# design 1

**Design 1: cell outlines without signal wires**

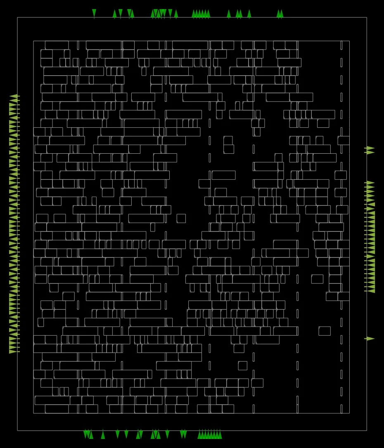

### src/rtl/frame_score_ctrl_pkg.sv
// ----------------------------------------------------------------------------
// frame_score_ctrl_pkg
// Shared display definitions for the frame/score display datapath.
//   H_LAST / V_LAST : last active pixel column / row (also used by VGA timing)
//   SCORE_W         : width of a score digit value
//   DATA_W          : width of ball depth and game state
//   flash_state_e   : score flash sequencer states
//   disp_data_t     : one complete display update (both scores, depth, state)
// ----------------------------------------------------------------------------
package frame_score_ctrl_pkg;

    localparam int unsigned H_LAST  = 639;
    localparam int unsigned V_LAST  = 479;
    localparam int unsigned SCORE_W = 4;
    localparam int unsigned DATA_W  = 16;

    typedef enum logic {
        NORMAL = 1'b0,
        FLASH  = 1'b1
    } flash_state_e;

    typedef struct packed {
        logic [SCORE_W-1:0] your_score;
        logic [SCORE_W-1:0] their_score;
        logic [DATA_W-1:0]  ball_z;
        logic [DATA_W-1:0]  game_state;
    } disp_data_t;

endpackage

### src/rtl/flash_seq.sv
// ----------------------------------------------------------------------------
// flash_seq
// Blinks the score digits for FLASH_FRAMES frames after a score change.
// A further score change while blinking restarts the full blink period.
//   clk, rst     : clock, synchronous active-high reset
//   frame_end    : one-cycle pulse at end of active frame
//   score_change : a commit at this frame_end changes either score
//   score_blank  : registered; high while the score digits are suppressed
// ----------------------------------------------------------------------------
module flash_seq
    import frame_score_ctrl_pkg::*;
#(
    parameter int unsigned FLASH_FRAMES = 60,
    parameter int unsigned BLINK_PERIOD = 8
) (
    input  logic clk,
    input  logic rst,
    input  logic frame_end,
    input  logic score_change,
    output logic score_blank
);

    // Bit of the down-counter that flips every BLINK_PERIOD frames.
    localparam int         BLINK_BIT  = $clog2(BLINK_PERIOD);
    localparam logic [7:0] FLASH_LOAD = 8'(FLASH_FRAMES);

    flash_state_e state_q, state_d;
    logic [7:0]   flash_cnt_q, flash_cnt_d;
    logic         score_blank_q, score_blank_d;

    always_comb begin
        // NOTE: every variable gets a default first so no path leaves it unassigned (no latch).
        state_d     = state_q;
        flash_cnt_d = flash_cnt_q;
        if (frame_end) begin
            if (score_change) begin
                state_d     = FLASH;
                flash_cnt_d = FLASH_LOAD;
            end else if (state_q == FLASH) begin
                flash_cnt_d = flash_cnt_q - 8'd1;
                if (flash_cnt_d == 8'd0) begin
                    state_d = NORMAL;
                end
            end
        end
        // Computed from next-state so the registered output lines up with state/count.
        score_blank_d = (state_d == FLASH) && flash_cnt_d[BLINK_BIT];
    end

    always_ff @(posedge clk) begin
        // NOTE: non-blocking assignments so all flops update together from pre-edge values.
        if (rst) begin
            state_q       <= NORMAL;
            flash_cnt_q   <= 8'd0;
            score_blank_q <= 1'b0;
        end else begin
            state_q       <= state_d;
            flash_cnt_q   <= flash_cnt_d;
            score_blank_q <= score_blank_d;
        end
    end

    assign score_blank = score_blank_q;

endmodule

### src/rtl/frame_score_ctrl.sv
// ----------------------------------------------------------------------------
// frame_score_ctrl
// Frame-synchronous controller for the score display. Game logic offers
// updates over a valid/ready handshake into a one-entry pending buffer; the
// buffer is committed to the display registers only at end of active frame so
// nothing tears mid-frame. Score changes trigger a blink sequence (flash_seq).
//   clk, rst                 : clock, synchronous active-high reset
//   vga_ready, pixel_x/y     : VGA timing strobe and current pixel position
//   upd_valid / upd_ready    : update handshake, accepted when both high
//   upd_*                    : offered scores, ball depth, game state
//   your_score .. game_state : committed display values
//   score_blank              : suppress score drawing (blink phase)
//   frame_end                : one-cycle pulse at end of active frame
//   frame_count              : completed-frame counter (wraps)
// ----------------------------------------------------------------------------
module frame_score_ctrl
    import frame_score_ctrl_pkg::SCORE_W,
           frame_score_ctrl_pkg::DATA_W,
           frame_score_ctrl_pkg::disp_data_t;
#(
    parameter int unsigned H_LAST       = frame_score_ctrl_pkg::H_LAST,
    parameter int unsigned V_LAST       = frame_score_ctrl_pkg::V_LAST,
    parameter int unsigned FLASH_FRAMES = 60,
    parameter int unsigned BLINK_PERIOD = 8
) (
    input  logic               clk,
    input  logic               rst,
    input  logic               vga_ready,
    input  logic [15:0]        pixel_x,
    input  logic [15:0]        pixel_y,
    input  logic               upd_valid,
    output logic               upd_ready,
    input  logic [SCORE_W-1:0] upd_your_score,
    input  logic [SCORE_W-1:0] upd_their_score,
    input  logic [DATA_W-1:0]  upd_ball_z,
    input  logic [DATA_W-1:0]  upd_game_state,
    output logic [SCORE_W-1:0] your_score,
    output logic [SCORE_W-1:0] their_score,
    output logic [DATA_W-1:0]  ball_z,
    output logic [DATA_W-1:0]  game_state,
    output logic               score_blank,
    output logic               frame_end,
    output logic [15:0]        frame_count
);

    logic       pending_q, pending_d;
    disp_data_t buf_q, buf_d;
    disp_data_t disp_q, disp_d;
    logic [15:0] frame_count_q, frame_count_d;

    disp_data_t upd_data;
    logic       accept;
    logic       commit;
    logic       score_change;

    assign frame_end = vga_ready && (pixel_x == 16'(H_LAST)) && (pixel_y == 16'(V_LAST));

    // Ready only when the buffer is free; an accept can therefore never
    // coincide with a commit, so data accepted at frame_end waits a full frame.
    assign upd_ready = !pending_q && !rst;
    assign accept    = upd_valid && upd_ready;
    assign commit    = frame_end && pending_q;

    assign upd_data = '{your_score:  upd_your_score,
                        their_score: upd_their_score,
                        ball_z:      upd_ball_z,
                        game_state:  upd_game_state};

    // Only score differences restart the blink; depth/state-only commits do not.
    assign score_change = commit &&
                          ((buf_q.your_score  != disp_q.your_score) ||
                           (buf_q.their_score != disp_q.their_score));

    always_comb begin
        pending_d     = pending_q;
        buf_d         = buf_q;
        disp_d        = disp_q;
        frame_count_d = frame_count_q;
        if (frame_end) begin
            frame_count_d = frame_count_q + 16'd1;
            if (pending_q) begin
                disp_d    = buf_q;
                pending_d = 1'b0;
            end
        end
        if (accept) begin
            buf_d     = upd_data;
            pending_d = 1'b1;
        end
    end

    always_ff @(posedge clk) begin
        if (rst) begin
            pending_q     <= 1'b0;
            disp_q        <= '0;
            frame_count_q <= 16'd0;
        end else begin
            pending_q     <= pending_d;
            disp_q        <= disp_d;
            frame_count_q <= frame_count_d;
        end
    end

    // NOTE: buffer data is not reset; it is never observed unless pending_q is set.
    always_ff @(posedge clk) begin
        buf_q <= buf_d;
    end

    flash_seq #(
        .FLASH_FRAMES (FLASH_FRAMES),
        .BLINK_PERIOD (BLINK_PERIOD)
    ) u_flash_seq (
        .clk          (clk),
        .rst          (rst),
        .frame_end    (frame_end),
        .score_change (score_change),
        .score_blank  (score_blank)
    );

    assign your_score  = disp_q.your_score;
    assign their_score = disp_q.their_score;
    assign ball_z      = disp_q.ball_z;
    assign game_state  = disp_q.game_state;
    assign frame_count = frame_count_q;

endmodule
### config.mk
export PLATFORM = sky130hd
export DESIGN_NAME = frame_score_ctrl
export DESIGN_NICKNAME = d
export VERILOG_FILES = /design/src/rtl/frame_score_ctrl_pkg.sv /design/src/rtl/flash_seq.sv /design/src/rtl/frame_score_ctrl.sv
export SDC_FILE = /design/constraint.sdc
export NUM_CORES = 1
export LEC_CHECK = 0
export CAP_MARGIN = 20
export CORE_ASPECT_RATIO = 1.2
export CORE_MARGIN = 5
export CORE_UTILIZATION = 35
export CTS_BUF_LIST = sky130_fd_sc_hd__clkbuf_4
export CTS_CLUSTER_DIAMETER = 100
export DETAILED_ROUTE_END_ITERATION = 16
export GPL_ROUTABILITY_DRIVEN = 0
export GPL_TIMING_DRIVEN = 1
export PLACE_DENSITY = 0.61
export REMOVE_ABC_BUFFERS = 1
export SYNTH_ARGS = -nofsm -noshare
export SYNTH_HDL_FRONTEND = slang
export SYNTH_HIERARCHICAL = 1
export SYNTH_SLANG_ARGS = --single-unit
### constraint.sdc
create_clock -name clk -period 4.5 [get_ports clk]
set_input_delay 0.675 -clock clk [delete_from_list [all_inputs] [get_ports clk]]
set_output_delay 0.675 -clock clk [all_outputs]
set_load 0.01 [all_outputs]
# design 2

--- config.mk ---
export PLATFORM = sky130hd
export DESIGN_NAME = encoder_gen
export DESIGN_NICKNAME = d
export VERILOG_FILES = /design/src/rtl/encoder_gen.sv
export SDC_FILE = /design/constraint.sdc
export NUM_CORES = 1
export LEC_CHECK = 0
export CORE_MARGIN = 5
export CORE_UTILIZATION = 48
export CTS_CLUSTER_DIAMETER = 60
export DETAILED_ROUTE_END_ITERATION = 6
export GPL_TIMING_DRIVEN = 1
export PLACE_DENSITY = 0.71
export SYNTH_ARGS = -nofsm -noshare
export SYNTH_HDL_FRONTEND = slang
export SYNTH_SLANG_ARGS = --single-unit
--- constraint.sdc ---
create_clock -name clk_8m -period 6.61 [get_ports clk_8m]
set_clock_uncertainty 0.1 [all_clocks]
set_input_delay 0.9915 -clock clk_8m [delete_from_list [all_inputs] [get_ports clk_8m]]
set_output_delay 0.9915 -clock clk_8m [all_outputs]
set_load 0.1 [all_outputs]
--- src/rtl/encoder_gen.sv ---
// Quadrature encoder emulator: emits a programmable A/B pulse train for a set
// number of full cycles (or continuously) so scan triggering can run without hardware.
module encoder_gen #(
   parameter int PERIOD_MIN = 2
) (
   input  logic        clk_8m,
   input  logic        rst_n,
   input  logic        enable,
   input  logic        start,
   input  logic        stop,
   input  logic        dir,
   input  logic [15:0] quarter_period,
   input  logic [31:0] pulse_count,
   output logic        encoder,
   output logic        encoderb,
   output logic        busy,
   output logic        done,
   output logic [31:0] cycle_cnt
);

   localparam logic [15:0] PMIN = 16'(PERIOD_MIN);

   typedef enum logic [1:0] {IDLE, RUN, DONE} state_t;

   state_t      r_state;
   logic        r_a;
   logic        r_b;
   logic        r_busy;
   logic        r_done;
   logic [31:0] r_cycleCnt;
   logic [15:0] r_timer;
   logic [15:0] r_period;
   logic [31:0] r_pulseCount;
   logic        r_dir;
   logic        r_stopFlag;

   logic [15:0] w_periodClamped;
   logic        w_nextA;
   logic        w_nextB;
   logic        w_tick;
   logic        w_wrap;
   logic [31:0] w_cntNext;
   logic        w_finish;

   assign w_periodClamped = (quarter_period < PMIN) ? PMIN : quarter_period;

   // Reverse direction is the forward sequence with the A and B roles swapped.
   assign w_nextA   = r_dir ? r_b  : ~r_b;
   assign w_nextB   = r_dir ? ~r_a : r_a;
   assign w_tick    = (r_timer == (r_period - 16'd1));
   assign w_wrap    = w_tick && !w_nextA && !w_nextB;
   assign w_cntNext = r_cycleCnt + 32'd1;
   assign w_finish  = w_wrap &&
                      (((r_pulseCount != 32'd0) && (w_cntNext == r_pulseCount)) || r_stopFlag);

   always_ff @(posedge clk_8m or negedge rst_n) begin
      if (!rst_n) begin
         r_state      <= IDLE;
         r_a          <= 1'b0;
         r_b          <= 1'b0;
         r_busy       <= 1'b0;
         r_done       <= 1'b0;
         r_cycleCnt   <= 32'd0;
         r_timer      <= 16'd0;
         r_period     <= 16'd0;
         r_pulseCount <= 32'd0;
         r_dir        <= 1'b0;
         r_stopFlag   <= 1'b0;
      end else begin
         r_done <= 1'b0;
         if (!enable) begin
            r_state <= IDLE;
            r_a     <= 1'b0;
            r_b     <= 1'b0;
            r_busy  <= 1'b0;
         end else begin
            case (r_state)
               IDLE: begin
                  if (start) begin
                     r_state      <= RUN;
                     r_busy       <= 1'b1;
                     r_dir        <= dir;
                     r_period     <= w_periodClamped;
                     r_pulseCount <= pulse_count;
                     r_timer      <= 16'd0;
                     r_cycleCnt   <= 32'd0;
                     r_stopFlag   <= 1'b0;
                     r_a          <= 1'b0;
                     r_b          <= 1'b0;
                  end
               end
               RUN: begin
                  if (stop) begin
                     r_stopFlag <= 1'b1;
                  end
                  if (w_tick) begin
                     r_timer <= 16'd0;
                     r_a     <= w_nextA;
                     r_b     <= w_nextB;
                     // A run may only end on a return to 00 so no partial cycle is emitted.
                     if (w_wrap) begin
                        r_cycleCnt <= w_cntNext;
                        if (w_finish) begin
                           r_state <= DONE;
                           r_busy  <= 1'b0;
                           r_done  <= 1'b1;
                        end
                     end
                  end else begin
                     r_timer <= r_timer + 16'd1;
                  end
               end
               DONE: begin
                  r_state <= IDLE;
               end
               default: begin
                  r_state <= IDLE;
               end
            endcase
         end
      end
   end

   assign encoder   = r_a;
   assign encoderb  = r_b;
   assign busy      = r_busy;
   assign done      = r_done;
   assign cycle_cnt = r_cycleCnt;

endmodule
# design 3

<file path="src/rtl/axi_irq_ctrl_if.sv">
// AXI4-Lite register-port bundle for the interrupt controller.
interface axi_irq_ctrl_if #(
  parameter int AXI_ADDR_BW_p = 12
);
  logic [AXI_ADDR_BW_p-1:0] awaddr;
  logic                     awvalid;
  logic                     awready;
  logic [31:0]              wdata;
  logic                     wvalid;
  logic                     wready;
  logic [1:0]               bresp;
  logic                     bvalid;
  logic                     bready;
  logic [AXI_ADDR_BW_p-1:0] araddr;
  logic                     arvalid;
  logic                     arready;
  logic [31:0]              rdata;
  logic [1:0]               rresp;
  logic                     rvalid;
  logic                     rready;

  modport master (
    output awaddr, awvalid, wdata, wvalid, bready, araddr, arvalid, rready,
    input  awready, wready, bresp, bvalid, arready, rdata, rresp, rvalid
  );

  modport slave (
    input  awaddr, awvalid, wdata, wvalid, bready, araddr, arvalid, rready,
    output awready, wready, bresp, bvalid, arready, rdata, rresp, rvalid
  );
endinterface

</file>
<file path="src/rtl/axi_irq_ctrl.sv">
// AXI4-Lite interrupt controller: synchronizes sources, latches pending bits
// (edge or level), masks them with ENABLE and drives one registered CPU IRQ.
module axi_irq_ctrl #(
  parameter int AXI_ADDR_BW_p = 12,
  parameter int IRQ_NBR_p     = 8
) (
  input  logic                 clk,
  input  logic                 rst,
  axi_irq_ctrl_if.slave        axi,
  input  logic [IRQ_NBR_p-1:0] i_irq_src,
  output logic                 o_irq
);
  localparam logic [2:0] SEL_RAW   = 3'd0;
  localparam logic [2:0] SEL_PEND  = 3'd1;
  localparam logic [2:0] SEL_ENA   = 3'd2;
  localparam logic [2:0] SEL_EDGE  = 3'd3;
  localparam logic [2:0] SEL_ACT   = 3'd4;
  localparam logic [2:0] SEL_SWSET = 3'd5;
  localparam logic [1:0] RESP_OKAY   = 2'b00;
  localparam logic [1:0] RESP_SLVERR = 2'b10;

  function automatic logic is_mapped(input logic [AXI_ADDR_BW_p-1:0] a);
    return ((a >> 5) == '0) && (a[4:2] <= SEL_SWSET);
  endfunction

  function automatic logic [31:0] zext(input logic [IRQ_NBR_p-1:0] v);
    logic [31:0] r;
    r = '0;
    r[IRQ_NBR_p-1:0] = v;
    return r;
  endfunction

  logic [IRQ_NBR_p-1:0]     sync1_q, sync_q, sync_dly_q;
  logic [IRQ_NBR_p-1:0]     pend_q, pend_d, ena_q, ena_d, edge_q, edge_d;
  logic [IRQ_NBR_p-1:0]     hw_set, sw_set, w1c, wbits;
  logic                     irq_q;
  logic                     aw_held_q, aw_held_d, w_held_q, w_held_d;
  logic                     bvalid_q, bvalid_d;
  logic [1:0]               bresp_q, bresp_d;
  logic [AXI_ADDR_BW_p-1:0] awaddr_q, awaddr_d;
  logic [31:0]              wdata_q, wdata_d;
  logic                     rvalid_q, rvalid_d;
  logic [31:0]              rdata_q, rdata_d;
  logic [1:0]               rresp_q, rresp_d;
  logic                     aw_hs, w_hs, b_hs, ar_hs, r_hs, commit;
  logic                     unused_bits;

  assign axi.awready = ~rst & ~aw_held_q;
  assign axi.wready  = ~rst & ~w_held_q;
  assign axi.arready = ~rst & ~rvalid_q;
  assign axi.bvalid  = bvalid_q;
  assign axi.bresp   = bresp_q;
  assign axi.rvalid  = rvalid_q;
  assign axi.rdata   = rdata_q;
  assign axi.rresp   = rresp_q;
  assign o_irq       = irq_q;

  assign aw_hs  = axi.awvalid & axi.awready;
  assign w_hs   = axi.wvalid & axi.wready;
  assign b_hs   = bvalid_q & axi.bready;
  assign ar_hs  = axi.arvalid & axi.arready;
  assign r_hs   = rvalid_q & axi.rready;
  // Both beats held and no response outstanding: apply the write exactly once.
  assign commit = aw_held_q & w_held_q & ~bvalid_q;
  assign wbits  = wdata_q[IRQ_NBR_p-1:0];

  assign unused_bits = ^{awaddr_q[1:0], axi.araddr[1:0], wdata_q};

  assign hw_set = (edge_q & sync_q & ~sync_dly_q) | (~edge_q & sync_q);
  assign pend_d = (pend_q & ~w1c) | hw_set | sw_set;

  always_comb begin
    aw_held_d = aw_held_q;
    w_held_d  = w_held_q;
    awaddr_d  = awaddr_q;
    wdata_d   = wdata_q;
    bvalid_d  = bvalid_q;
    bresp_d   = bresp_q;
    ena_d     = ena_q;
    edge_d    = edge_q;
    sw_set    = '0;
    w1c       = '0;
    if (aw_hs) begin
      aw_held_d = 1'b1;
      awaddr_d  = axi.awaddr;
    end
    if (w_hs) begin
      w_held_d = 1'b1;
      wdata_d  = axi.wdata;
    end
    if (commit) begin
      bvalid_d = 1'b1;
      bresp_d  = RESP_SLVERR;
      if (is_mapped(awaddr_q)) begin
        case (awaddr_q[4:2])
          SEL_PEND:  begin w1c    = wbits; bresp_d = RESP_OKAY; end
          SEL_ENA:   begin ena_d  = wbits; bresp_d = RESP_OKAY; end
          SEL_EDGE:  begin edge_d = wbits; bresp_d = RESP_OKAY; end
          SEL_SWSET: begin sw_set = wbits; bresp_d = RESP_OKAY; end
          default:   bresp_d = RESP_SLVERR;
        endcase
      end
    end
    if (b_hs) begin
      aw_held_d = 1'b0;
      w_held_d  = 1'b0;
      bvalid_d  = 1'b0;
    end
  end

  always_comb begin
    rvalid_d = rvalid_q;
    rdata_d  = rdata_q;
    rresp_d  = rresp_q;
    if (ar_hs) begin
      rvalid_d = 1'b1;
      rdata_d  = '0;
      rresp_d  = RESP_OKAY;
      if (!is_mapped(axi.araddr)) begin
        rresp_d = RESP_SLVERR;
      end else begin
        case (axi.araddr[4:2])
          SEL_RAW:  rdata_d = zext(sync_q);
          SEL_PEND: rdata_d = zext(pend_q);
          SEL_ENA:  rdata_d = zext(ena_q);
          SEL_EDGE: rdata_d = zext(edge_q);
          SEL_ACT:  rdata_d = zext(pend_q & ena_q);
          default:  rdata_d = '0;
        endcase
      end
    end else if (r_hs) begin
      rvalid_d = 1'b0;
    end
  end

  always_ff @(posedge clk) begin
    if (rst) begin
      sync1_q    <= '0;
      sync_q     <= '0;
      sync_dly_q <= '0;
      pend_q     <= '0;
      ena_q      <= '0;
      edge_q     <= '0;
      irq_q      <= 1'b0;
      aw_held_q  <= 1'b0;
      w_held_q   <= 1'b0;
      awaddr_q   <= '0;
      wdata_q    <= '0;
      bvalid_q   <= 1'b0;
      bresp_q    <= RESP_OKAY;
      rvalid_q   <= 1'b0;
      rdata_q    <= '0;
      rresp_q    <= RESP_OKAY;
    end else begin
      sync1_q    <= i_irq_src;
      sync_q     <= sync1_q;
      sync_dly_q <= sync_q;
      pend_q     <= pend_d;
      ena_q      <= ena_d;
      edge_q     <= edge_d;
      irq_q      <= |(pend_q & ena_q);
      aw_held_q  <= aw_held_d;
      w_held_q   <= w_held_d;
      awaddr_q   <= awaddr_d;
      wdata_q    <= wdata_d;
      bvalid_q   <= bvalid_d;
      bresp_q    <= bresp_d;
      rvalid_q   <= rvalid_d;
      rdata_q    <= rdata_d;
      rresp_q    <= rresp_d;
    end
  end
endmodule

</file>
<file path="src/flat_wrapper.sv">
// flat-port wrapper written by rule: the top's interface ports become plain ports
module axi_irq_ctrl_flat 
#(
  parameter int AXI_ADDR_BW_p = 12,
  parameter int IRQ_NBR_p     = 8
)
  (clk, rst, i_irq_src, o_irq, axi_awaddr, axi_awvalid, axi_wdata, axi_wvalid, axi_bready, axi_araddr, axi_arvalid, axi_rready, axi_awready, axi_wready, axi_bresp, axi_bvalid, axi_arready, axi_rdata, axi_rresp, axi_rvalid);
  axi_irq_ctrl_if #(.AXI_ADDR_BW_p(AXI_ADDR_BW_p)) axi_i ();
  input  logic clk;
  input  logic rst;
  input  logic [IRQ_NBR_p-1:0] i_irq_src;
  output logic o_irq;
  input wire logic [$bits(axi_i.awaddr)-1:0] axi_awaddr;
  input wire logic [$bits(axi_i.awvalid)-1:0] axi_awvalid;
  input wire logic [$bits(axi_i.wdata)-1:0] axi_wdata;
  input wire logic [$bits(axi_i.wvalid)-1:0] axi_wvalid;
  input wire logic [$bits(axi_i.bready)-1:0] axi_bready;
  input wire logic [$bits(axi_i.araddr)-1:0] axi_araddr;
  input wire logic [$bits(axi_i.arvalid)-1:0] axi_arvalid;
  input wire logic [$bits(axi_i.rready)-1:0] axi_rready;
  output wire logic [$bits(axi_i.awready)-1:0] axi_awready;
  output wire logic [$bits(axi_i.wready)-1:0] axi_wready;
  output wire logic [$bits(axi_i.bresp)-1:0] axi_bresp;
  output wire logic [$bits(axi_i.bvalid)-1:0] axi_bvalid;
  output wire logic [$bits(axi_i.arready)-1:0] axi_arready;
  output wire logic [$bits(axi_i.rdata)-1:0] axi_rdata;
  output wire logic [$bits(axi_i.rresp)-1:0] axi_rresp;
  output wire logic [$bits(axi_i.rvalid)-1:0] axi_rvalid;
  assign axi_i.awaddr = axi_awaddr;
  assign axi_i.awvalid = axi_awvalid;
  assign axi_i.wdata = axi_wdata;
  assign axi_i.wvalid = axi_wvalid;
  assign axi_i.bready = axi_bready;
  assign axi_i.araddr = axi_araddr;
  assign axi_i.arvalid = axi_arvalid;
  assign axi_i.rready = axi_rready;
  assign axi_awready = axi_i.awready;
  assign axi_wready = axi_i.wready;
  assign axi_bresp = axi_i.bresp;
  assign axi_bvalid = axi_i.bvalid;
  assign axi_arready = axi_i.arready;
  assign axi_rdata = axi_i.rdata;
  assign axi_rresp = axi_i.rresp;
  assign axi_rvalid = axi_i.rvalid;
  axi_irq_ctrl #(.AXI_ADDR_BW_p(AXI_ADDR_BW_p), .IRQ_NBR_p(IRQ_NBR_p)) u_core (.clk(clk), .rst(rst), .axi(axi_i), .i_irq_src(i_irq_src), .o_irq(o_irq));
endmodule
</file>
<file path="config.mk">
export PLATFORM = sky130hd
export DESIGN_NAME = axi_irq_ctrl_flat
export DESIGN_NICKNAME = d
export VERILOG_FILES = /design/src/rtl/axi_irq_ctrl_if.sv /design/src/rtl/axi_irq_ctrl.sv /design/src/flat_wrapper.sv
export SDC_FILE = /design/constraint.sdc
export NUM_CORES = 1
export LEC_CHECK = 0
export CORE_MARGIN = 2
export CORE_UTILIZATION = 41
export CTS_CLUSTER_DIAMETER = 60
export CTS_CLUSTER_SIZE = 40
export DETAILED_ROUTE_END_ITERATION = 12
export PLACE_DENSITY = 0.74
export RECOVER_POWER = 100
export SLEW_MARGIN = 10
export SYNTH_ARGS = -nofsm -noshare
export SYNTH_HDL_FRONTEND = slang
export SYNTH_SLANG_ARGS = --single-unit
</file>
<file path="constraint.sdc">
create_clock -name clk -period 2.1 [get_ports clk]
set_clock_uncertainty 0.2 [all_clocks]
set_input_delay 0.315 -clock clk [delete_from_list [all_inputs] [get_ports clk]]
set_output_delay 0.315 -clock clk [all_outputs]
set_load 0.05 [all_outputs]
</file>
# design 4

===== config.mk =====
export PLATFORM = sky130hd
export DESIGN_NAME = dblock_rule_writer
export DESIGN_NICKNAME = d
export VERILOG_FILES = /design/src/rtl/fractcam_pkg.sv /design/src/rtl/dblock_rule_eval.sv /design/src/rtl/dblock_rule_writer.sv
export SDC_FILE = /design/constraint.sdc
export NUM_CORES = 1
export LEC_CHECK = 0
export ABC_AREA = 1
export CAP_MARGIN = 20
export CORE_ASPECT_RATIO = 1.2
export CORE_UTILIZATION = 45
export DETAILED_ROUTE_END_ITERATION = 12
export GPL_TIMING_DRIVEN = 0
export SLEW_MARGIN = 10
export SYNTH_ARGS = -nofsm -noshare
export SYNTH_HDL_FRONTEND = slang
export SYNTH_SLANG_ARGS = --single-unit
export TNS_END_PERCENT = 50

===== constraint.sdc =====
create_clock -name wclk -period 1.7 [get_ports wclk]
set_input_delay 0.34 -clock wclk [delete_from_list [all_inputs] [get_ports wclk]]
set_output_delay 0.34 -clock wclk [all_outputs]
set_load 0.005 [all_outputs]

===== src/rtl/fractcam_pkg.sv =====
// Shared definitions for the fractured TCAM update path: size defaults,
// rule-writer FSM encoding, shadow rule record and the ternary hit test.
package fractcam_pkg;

    localparam int unsigned KW_SIZE_DEF = 5;
    localparam int unsigned RD_SIZE_DEF = 32;
    localparam int unsigned GROUP_SIZE  = 8;

    typedef enum logic [1:0] {
        ST_INIT  = 2'd0,
        ST_IDLE  = 2'd1,
        ST_SWEEP = 2'd2,
        ST_DONE  = 2'd3
    } state_t;

    // One ternary rule: mask bit set = don't-care on that key bit.
    typedef struct packed {
        logic                   valid;
        logic [KW_SIZE_DEF-1:0] value;
        logic [KW_SIZE_DEF-1:0] mask;
    } rule_entry_t;

    // Rule matches address a when every cared-about bit agrees.
    function automatic logic rule_hit(input rule_entry_t e, input logic [KW_SIZE_DEF-1:0] a);
        return e.valid && (((a ^ e.value) & ~e.mask) == '0);
    endfunction

endpackage


===== src/rtl/dblock_rule_eval.sv =====
// Combinational evaluation of one 8-rule group at a LUTRAM address.
// Ports:
//   entries  in  8 shadow rule records of the selected group
//   addr     in  LUTRAM address (key value being written)
//   rules_c  out bit k set when entry k matches addr
module dblock_rule_eval
    import fractcam_pkg::*;
(
    input  rule_entry_t [GROUP_SIZE-1:0] entries,
    input  logic [KW_SIZE_DEF-1:0]       addr,
    output logic [GROUP_SIZE-1:0]        rules_c
);

    always_comb begin
        rules_c = '0;
        for (int k = 0; k < int'(GROUP_SIZE); k++) begin
            rules_c[k] = rule_hit(entries[k], addr);
        end
    end

endmodule


===== src/rtl/dblock_rule_writer.sv =====
// Update controller for the 32-rule x 5-bit fractured TCAM. Turns single
// ternary rule writes and flushes into a full LUTRAM address sweep, keeping a
// shadow of all rules so the seven untouched rules of a group are rewritten
// unchanged. Outside sweeps the lookup key is forwarded to the TCAM.
// Ports:
//   wclk, rst_n         clock, async active-low reset
//   search_key          lookup key, forwarded to sk when idle
//   req_valid/req_ready request handshake (ready only in IDLE)
//   req_flush           request clears all rules
//   req_idx/value/mask/en  rule write payload (en=0 deletes)
//   done                one-cycle pulse at end of a sweep
//   sk, we, rules, clr  registered TCAM controls
module dblock_rule_writer
    import fractcam_pkg::*;
#(
    parameter int unsigned KW_SIZE = KW_SIZE_DEF,
    parameter int unsigned RD_SIZE = RD_SIZE_DEF
) (
    input  logic                       wclk,
    input  logic                       rst_n,
    input  logic [KW_SIZE-1:0]         search_key,
    input  logic                       req_valid,
    output logic                       req_ready,
    input  logic                       req_flush,
    input  logic [$clog2(RD_SIZE)-1:0] req_idx,
    input  logic [KW_SIZE-1:0]         req_value,
    input  logic [KW_SIZE-1:0]         req_mask,
    input  logic                       req_en,
    output logic                       done,
    output logic [KW_SIZE-1:0]         sk,
    output logic [RD_SIZE/8-1:0]       we,
    output logic [7:0]                 rules,
    output logic                       clr
);

    localparam int unsigned WE_SIZE = RD_SIZE / GROUP_SIZE;
    localparam int unsigned IDX_W   = $clog2(RD_SIZE);
    localparam int unsigned GRP_W   = (IDX_W > 3) ? IDX_W - 3 : 1;
    localparam logic [KW_SIZE-1:0] ADDR_LAST = '1;

    // Shadow records are sized by the package key width.
    if (KW_SIZE != KW_SIZE_DEF) begin : g_kw_check
        $error("dblock_rule_writer: KW_SIZE must equal fractcam_pkg::KW_SIZE_DEF");
    end
    if ((RD_SIZE % GROUP_SIZE) != 0) begin : g_rd_check
        $error("dblock_rule_writer: RD_SIZE must be a multiple of 8");
    end

    state_t               state_q, state_d;
    logic [KW_SIZE-1:0]   addr_q, addr_d;
    logic                 flush_q, flush_d;
    logic [GRP_W-1:0]     grp_q, grp_d;
    logic [KW_SIZE-1:0]   sk_d;
    logic [WE_SIZE-1:0]   we_d;
    logic [7:0]           rules_d;
    logic                 clr_d;
    logic                 done_d;
    logic                 ready_d;
    logic                 accept_c;

    rule_entry_t                  shadow [RD_SIZE];
    rule_entry_t [GROUP_SIZE-1:0] grp_entries;
    logic [GROUP_SIZE-1:0]        eval_rules_c;

    // req_ready is only ever high in IDLE, so this implies IDLE.
    assign accept_c = req_valid && req_ready;

    // Shadow rule table, updated in the accept cycle.
    always_ff @(posedge wclk or negedge rst_n) begin
        if (!rst_n) begin
            for (int i = 0; i < int'(RD_SIZE); i++) begin
                shadow[i] <= '0;
            end
        end else if (accept_c) begin
            if (req_flush) begin
                for (int i = 0; i < int'(RD_SIZE); i++) begin
                    shadow[i].valid <= 1'b0;
                end
            end else begin
                shadow[req_idx] <= '{valid: req_en, value: req_value, mask: req_mask};
            end
        end
    end

    // Select the eight shadow entries of the latched group.
    always_comb begin
        grp_entries = '0;
        for (int k = 0; k < int'(GROUP_SIZE); k++) begin
            grp_entries[k] = shadow[IDX_W'(int'(grp_q) * int'(GROUP_SIZE) + k)];
        end
    end

    dblock_rule_eval u_eval (
        .entries (grp_entries),
        .addr    (addr_q),
        .rules_c (eval_rules_c)
    );

    // Next-state and next-output logic; outputs are registered below.
    always_comb begin
        state_d = state_q;
        addr_d  = addr_q;
        flush_d = flush_q;
        grp_d   = grp_q;
        sk_d    = search_key;
        we_d    = '0;
        rules_d = '0;
        clr_d   = 1'b1;
        done_d  = 1'b0;
        ready_d = 1'b0;
        unique case (state_q)
            ST_INIT: begin
                sk_d   = addr_q;
                we_d   = '1;
                addr_d = addr_q + KW_SIZE'(1);
                if (addr_q == ADDR_LAST) begin
                    state_d = ST_DONE;
                end
            end
            ST_IDLE: begin
                clr_d   = 1'b0;
                ready_d = !accept_c;
                if (accept_c) begin
                    flush_d = req_flush;
                    grp_d   = GRP_W'(req_idx >> 3);
                    addr_d  = '0;
                    state_d = ST_SWEEP;
                end
            end
            ST_SWEEP: begin
                sk_d = addr_q;
                if (flush_q) begin
                    we_d = '1;
                end else begin
                    we_d    = WE_SIZE'(1) << grp_q;
                    rules_d = eval_rules_c;
                end
                addr_d = addr_q + KW_SIZE'(1);
                if (addr_q == ADDR_LAST) begin
                    state_d = ST_DONE;
                end
            end
            ST_DONE: begin
                done_d  = 1'b1;
                state_d = ST_IDLE;
            end
        endcase
    end

    // FSM state register.
    always_ff @(posedge wclk or negedge rst_n) begin
        if (!rst_n) begin
            state_q <= ST_INIT;
        end else begin
            state_q <= state_d;
        end
    end

    // Sweep context and registered TCAM/handshake outputs.
    always_ff @(posedge wclk or negedge rst_n) begin
        if (!rst_n) begin
            addr_q    <= '0;
            flush_q   <= 1'b0;
            grp_q     <= '0;
            sk        <= '0;
            we        <= '0;
            rules     <= '0;
            clr       <= 1'b1;
            done      <= 1'b0;
            req_ready <= 1'b0;
        end else begin
            addr_q    <= addr_d;
            flush_q   <= flush_d;
            grp_q     <= grp_d;
            sk        <= sk_d;
            we        <= we_d;
            rules     <= rules_d;
            clr       <= clr_d;
            done      <= done_d;
            req_ready <= ready_d;
        end
    end

endmodule



==> notes/layouts.md <==
Pictures saved along the way, in no particular order.

Cell outlines without signal wires.
(a)
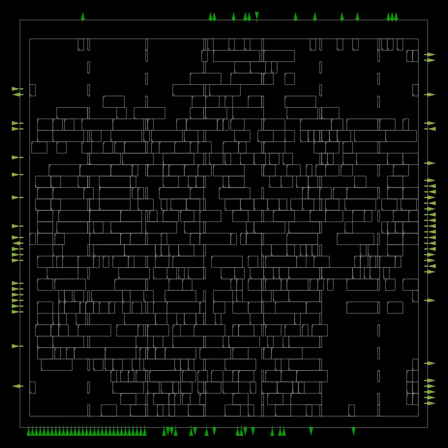
(b)
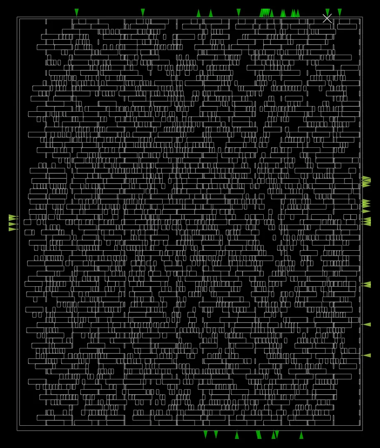
(c)
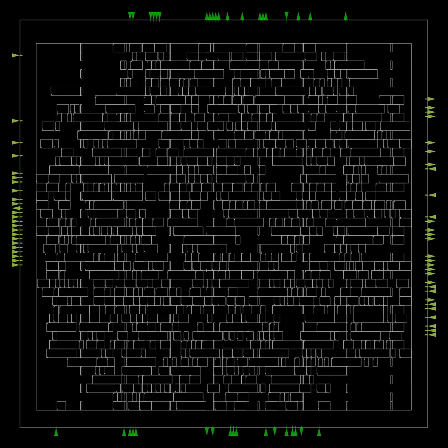
The one with the most cells is (b).
design 4: (b)
design 2: (c)
design 3: (a)

**Design 1: drive-strength map**

Bar = 20 µm.
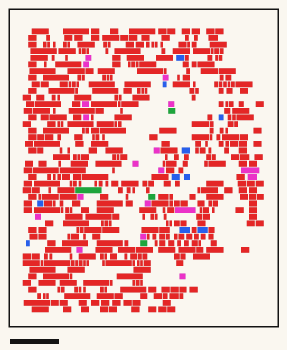
Key: drive 3 to 4 = magenta [cells 18]; drive 2 = blue [cells 10]; drive 1 or less = red [cells 500]; drive 6 and up = green [cells 4]

## Picture notes: 'cell outlines without signal wires' of design 1
Row Count: 43
number of sequential storage elements: 107
floorplan core area: 11620 µm²

==> run summary, design 1 <==
fresh numbers from the pnr run: post-placement setup slack=0.7203 ns, filler-free cell count of the finished design=between 600 and 700, post-synthesis xor/xnor area fraction=0.02510, Final #Nets=606, Startpoint Class=primary input, htree depth=3, tally of clock buffers in the finished layout=10, Post-synth EDFFs=40, vias per cell=4.853, Biggest register=buf_q, result of the run=finished clean, Internal Dissipation=1273 µW, Worst Hold Path Cells=2, highest metal layer used by the detailed router=met4, slowest stage delay, CP=0.60 ns, most numerous cell in the Yosys netlist=sky130_fd_sc_hd__nand2_1, Logic area=~1500 µm², classification of the worst setup path=primary input to primary output, Met3 Routed Length=1093 µm, Setup TNS=0 ns, time the worst path needs with I/O delays and setup=3.773 ns, cell repeated most along the worst path=sky130_fd_sc_hd__clkdlybuf4s50_1, Final ANT Viol Nets=0, number of non-clock buffers in the layout=between 100 and 150
**Design 2: signal wires by layer**

Bar = 50 µm.
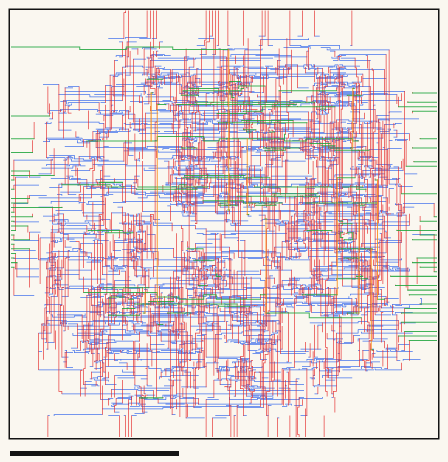
Key: met1 = blue [wire length 8380 µm]; met3 = green [wire length 1280 µm]; met4 = orange [wire length 327 µm]; met2 = red [wire length 8630 µm]

==> run summary, design 2 <==
fresh numbers from the pnr run: Setup WS post-layout=between 2 and 2.5 ns, slowest stage delay, CP=about 0.94 ns, leading cell category by total area=multi-input combinational cells, fraction of power consumed by combinational cells=0.380, Combinational Gates=about 630, simple-gate area share of the yosys netlist=0.3044, highest metal layer used by the detailed router=met4, Max-cap violations=0, Signal buf overhead=0.1172, via count=between 6000 and 7000, crit share post-route=0.6693, Startpoint Class=flop, proportion of power drawn by the clock network=0.204, result of the run=finished clean, max frequency=roughly 230 MHz, Max IR drop VDD=between 0.15 and 0.2 mV, Antenna Cells=0, drc violations=0
**Design 4: met3 routing**

Bar = 50 µm.
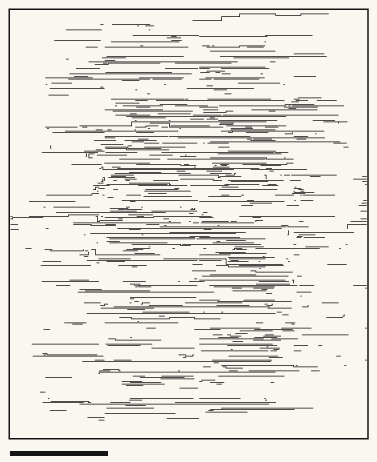
The longest straight run is 96.6 µm. The wires run mostly horizontal.

==> run summary, design 4 <==
fresh numbers from the pnr run: Flops after synth=382, Clock group=9660 µW, Net Count, Synth=approximately 2300, worst reg-to-reg setup slack=-0.17 ns, biggest combinational cell group after synthesis=simple AND/OR/NAND/NOR gates, Reg-to-Reg Start=grp_q[0], Post-synth EDFFs=0, Area growth syn-to-layout=24.66%, Fin. Hold Viols=~91, hold_ws=-0.2131 ns, fraction of power consumed by combinational cells=0.363, Final setup violation count=8, Vert. Die Dim=roughly 220 µm, violations in the final reports=design-rule violations, negative hold slack, negative setup slack, total number of cells along the worst setup path=12, Setup WS post-layout=-0.1729 ns, Internal Dissipation=approximately 20000 µW, via count=about 17000, drc violations=2, result of the run=finished, violations left, worst-path cell chain=buf_12, buf_12, nor2_8, buf_6, buf_6, buf_8, nand2_2, nand2_1, nor2_1, nand3_1, nand3_2, nor2_4, floorplan core density=0.4552
**Design 3: signal wires on met4**

Supply wires on this layer in gray. Cells faint in the background.
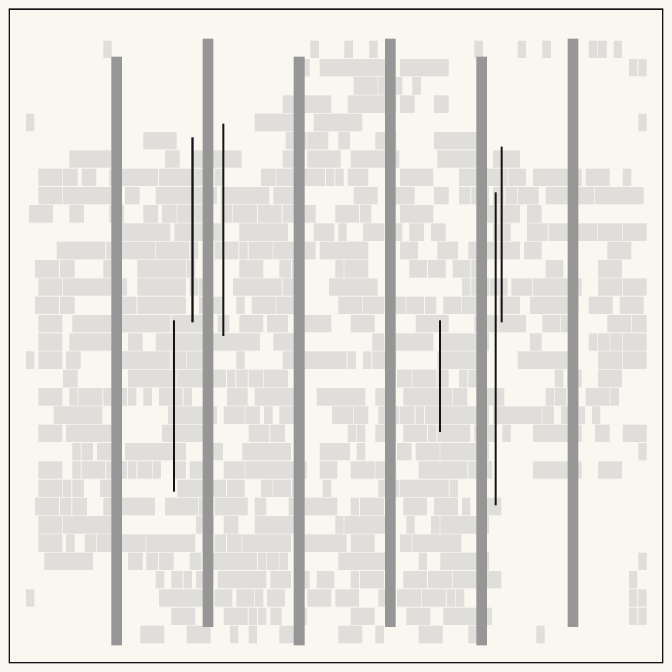
The wires run mostly vertical. 4 nets have wire on it. The longest straight run is 46.2 µm.

**Design 3: drive-strength map**

Bar = 20 µm.
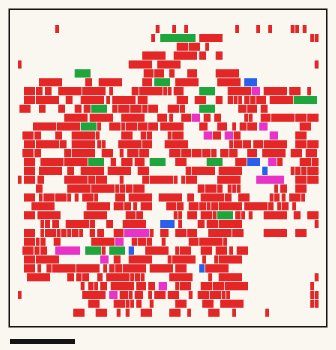
Key: drive 2 = blue [cells 6]; drive 3 to 4 = magenta [cells 14]; drive 1 or less = red [cells 406]; drive 6 and up = green [cells 14]

==> run summary, design 3 <==
fresh numbers from the pnr run: reg-to-reg endpoint=u_core.edge_q[0], post-synthesis sequential area ratio=0.4576, Biggest register=u_core.awaddr_q, Signal buf overhead=0.1489, top cell family by delay on the critical path=buffers and inverters, floorplan core density=0.4270, Final setup violation count=0, kind of end point of the critical path=primary output, routed metal-1 wirelength=3408 µm, post-placement setup slack=-0.002740 ns, Top-area cell share=0.4576, instance area at placement=4185 µm², post-synthesis xor/xnor area fraction=0, Fin. Hold Viols=0, most frequent standard cell in the layout excluding fill and tap cells=sky130_fd_sc_hd__dfxtp_1, Reg-to-Reg Start=u_core.axi.bvalid, Vert. Die Dim=slightly below 100 µm, tapcells inserted=roughly 110, number of post-CTS setup repair buffers=0, Startpoint Class=flop, Mux area share=0.1137, met1 track demand over resource=0.2049, Internal Dissipation=2411 µW, Worst Path Max Fanout=2, result of the run=finished clean, CTS clk-pin slew, worst paths=0.07 ns, met3 usage in global routing=0.04552, Primary FF master, synth=sky130_fd_sc_hd__dfxtp_1, Switching Fraction=0.2602, global placement routability congestion=0.8625


==> gallery <==
Met3 routing.
picture 1
Bar = 20 µm.
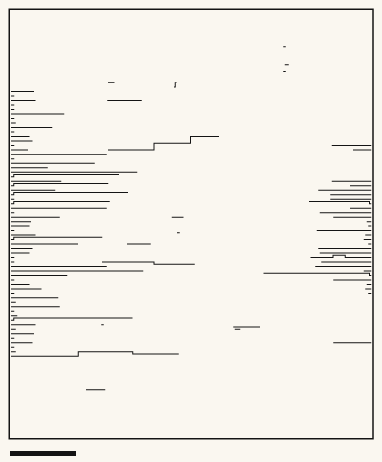
picture 2
Bar = 20 µm.
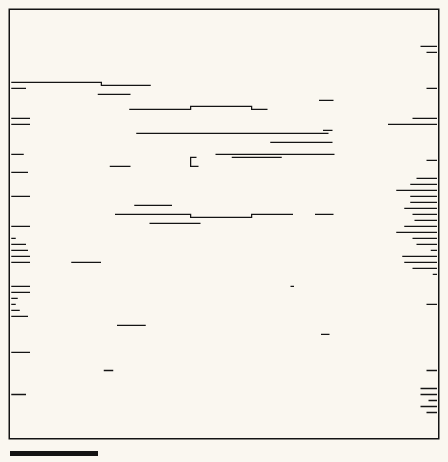
picture 3
Bar = 50 µm.
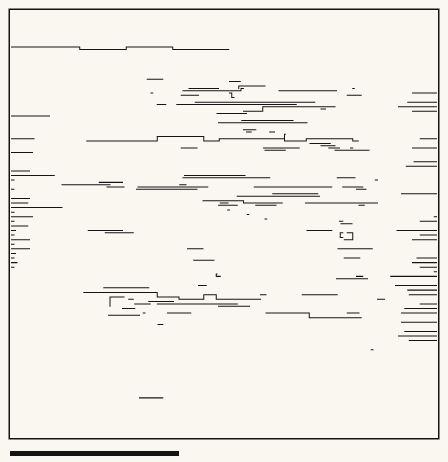
For design 1, see picture 1.
For design 3, see picture 2.
For design 2, see picture 3.
The one with the smallest die is picture 2.

Key to picture 2:
The layer carries 461 µm of wire. The layer holds 6.1% of the routed length. The wires run mostly horizontal. 62 nets have wire on it. The longest straight run is 43.2 µm.


==> gallery <==
Signal wires by layer.
Plate I
Bar = 20 µm.
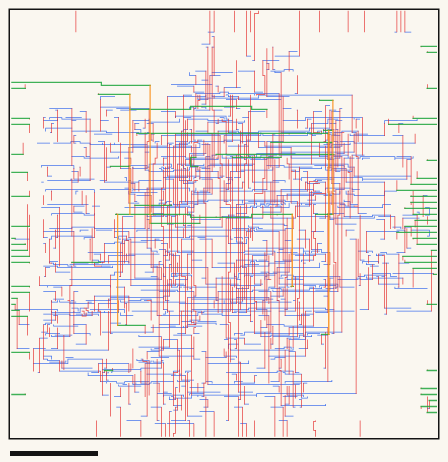
Plate II
Bar = 50 µm.
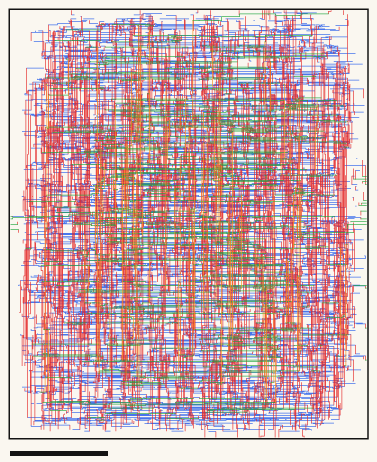
Plate III
Bar = 20 µm.
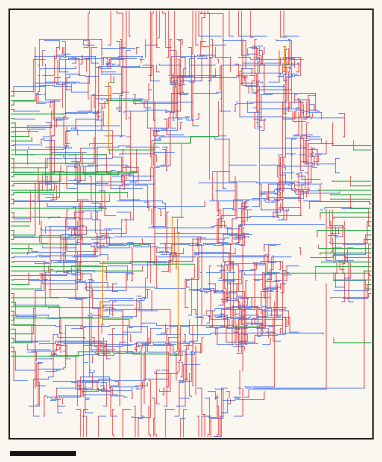
Plate I is design 3.
Plate III is design 1.
Plate II is design 4.
- least wire: Plate I
- largest die: Plate II

Key to Plate II:
Key: met4 = orange [wire length 4080 µm]; met1 = blue [wire length 30.1 mm]; met3 = green [wire length 8810 µm]; met2 = red [wire length 33.1 mm]

Power figures rest on the tool's default switching activity, not on a simulated workload.
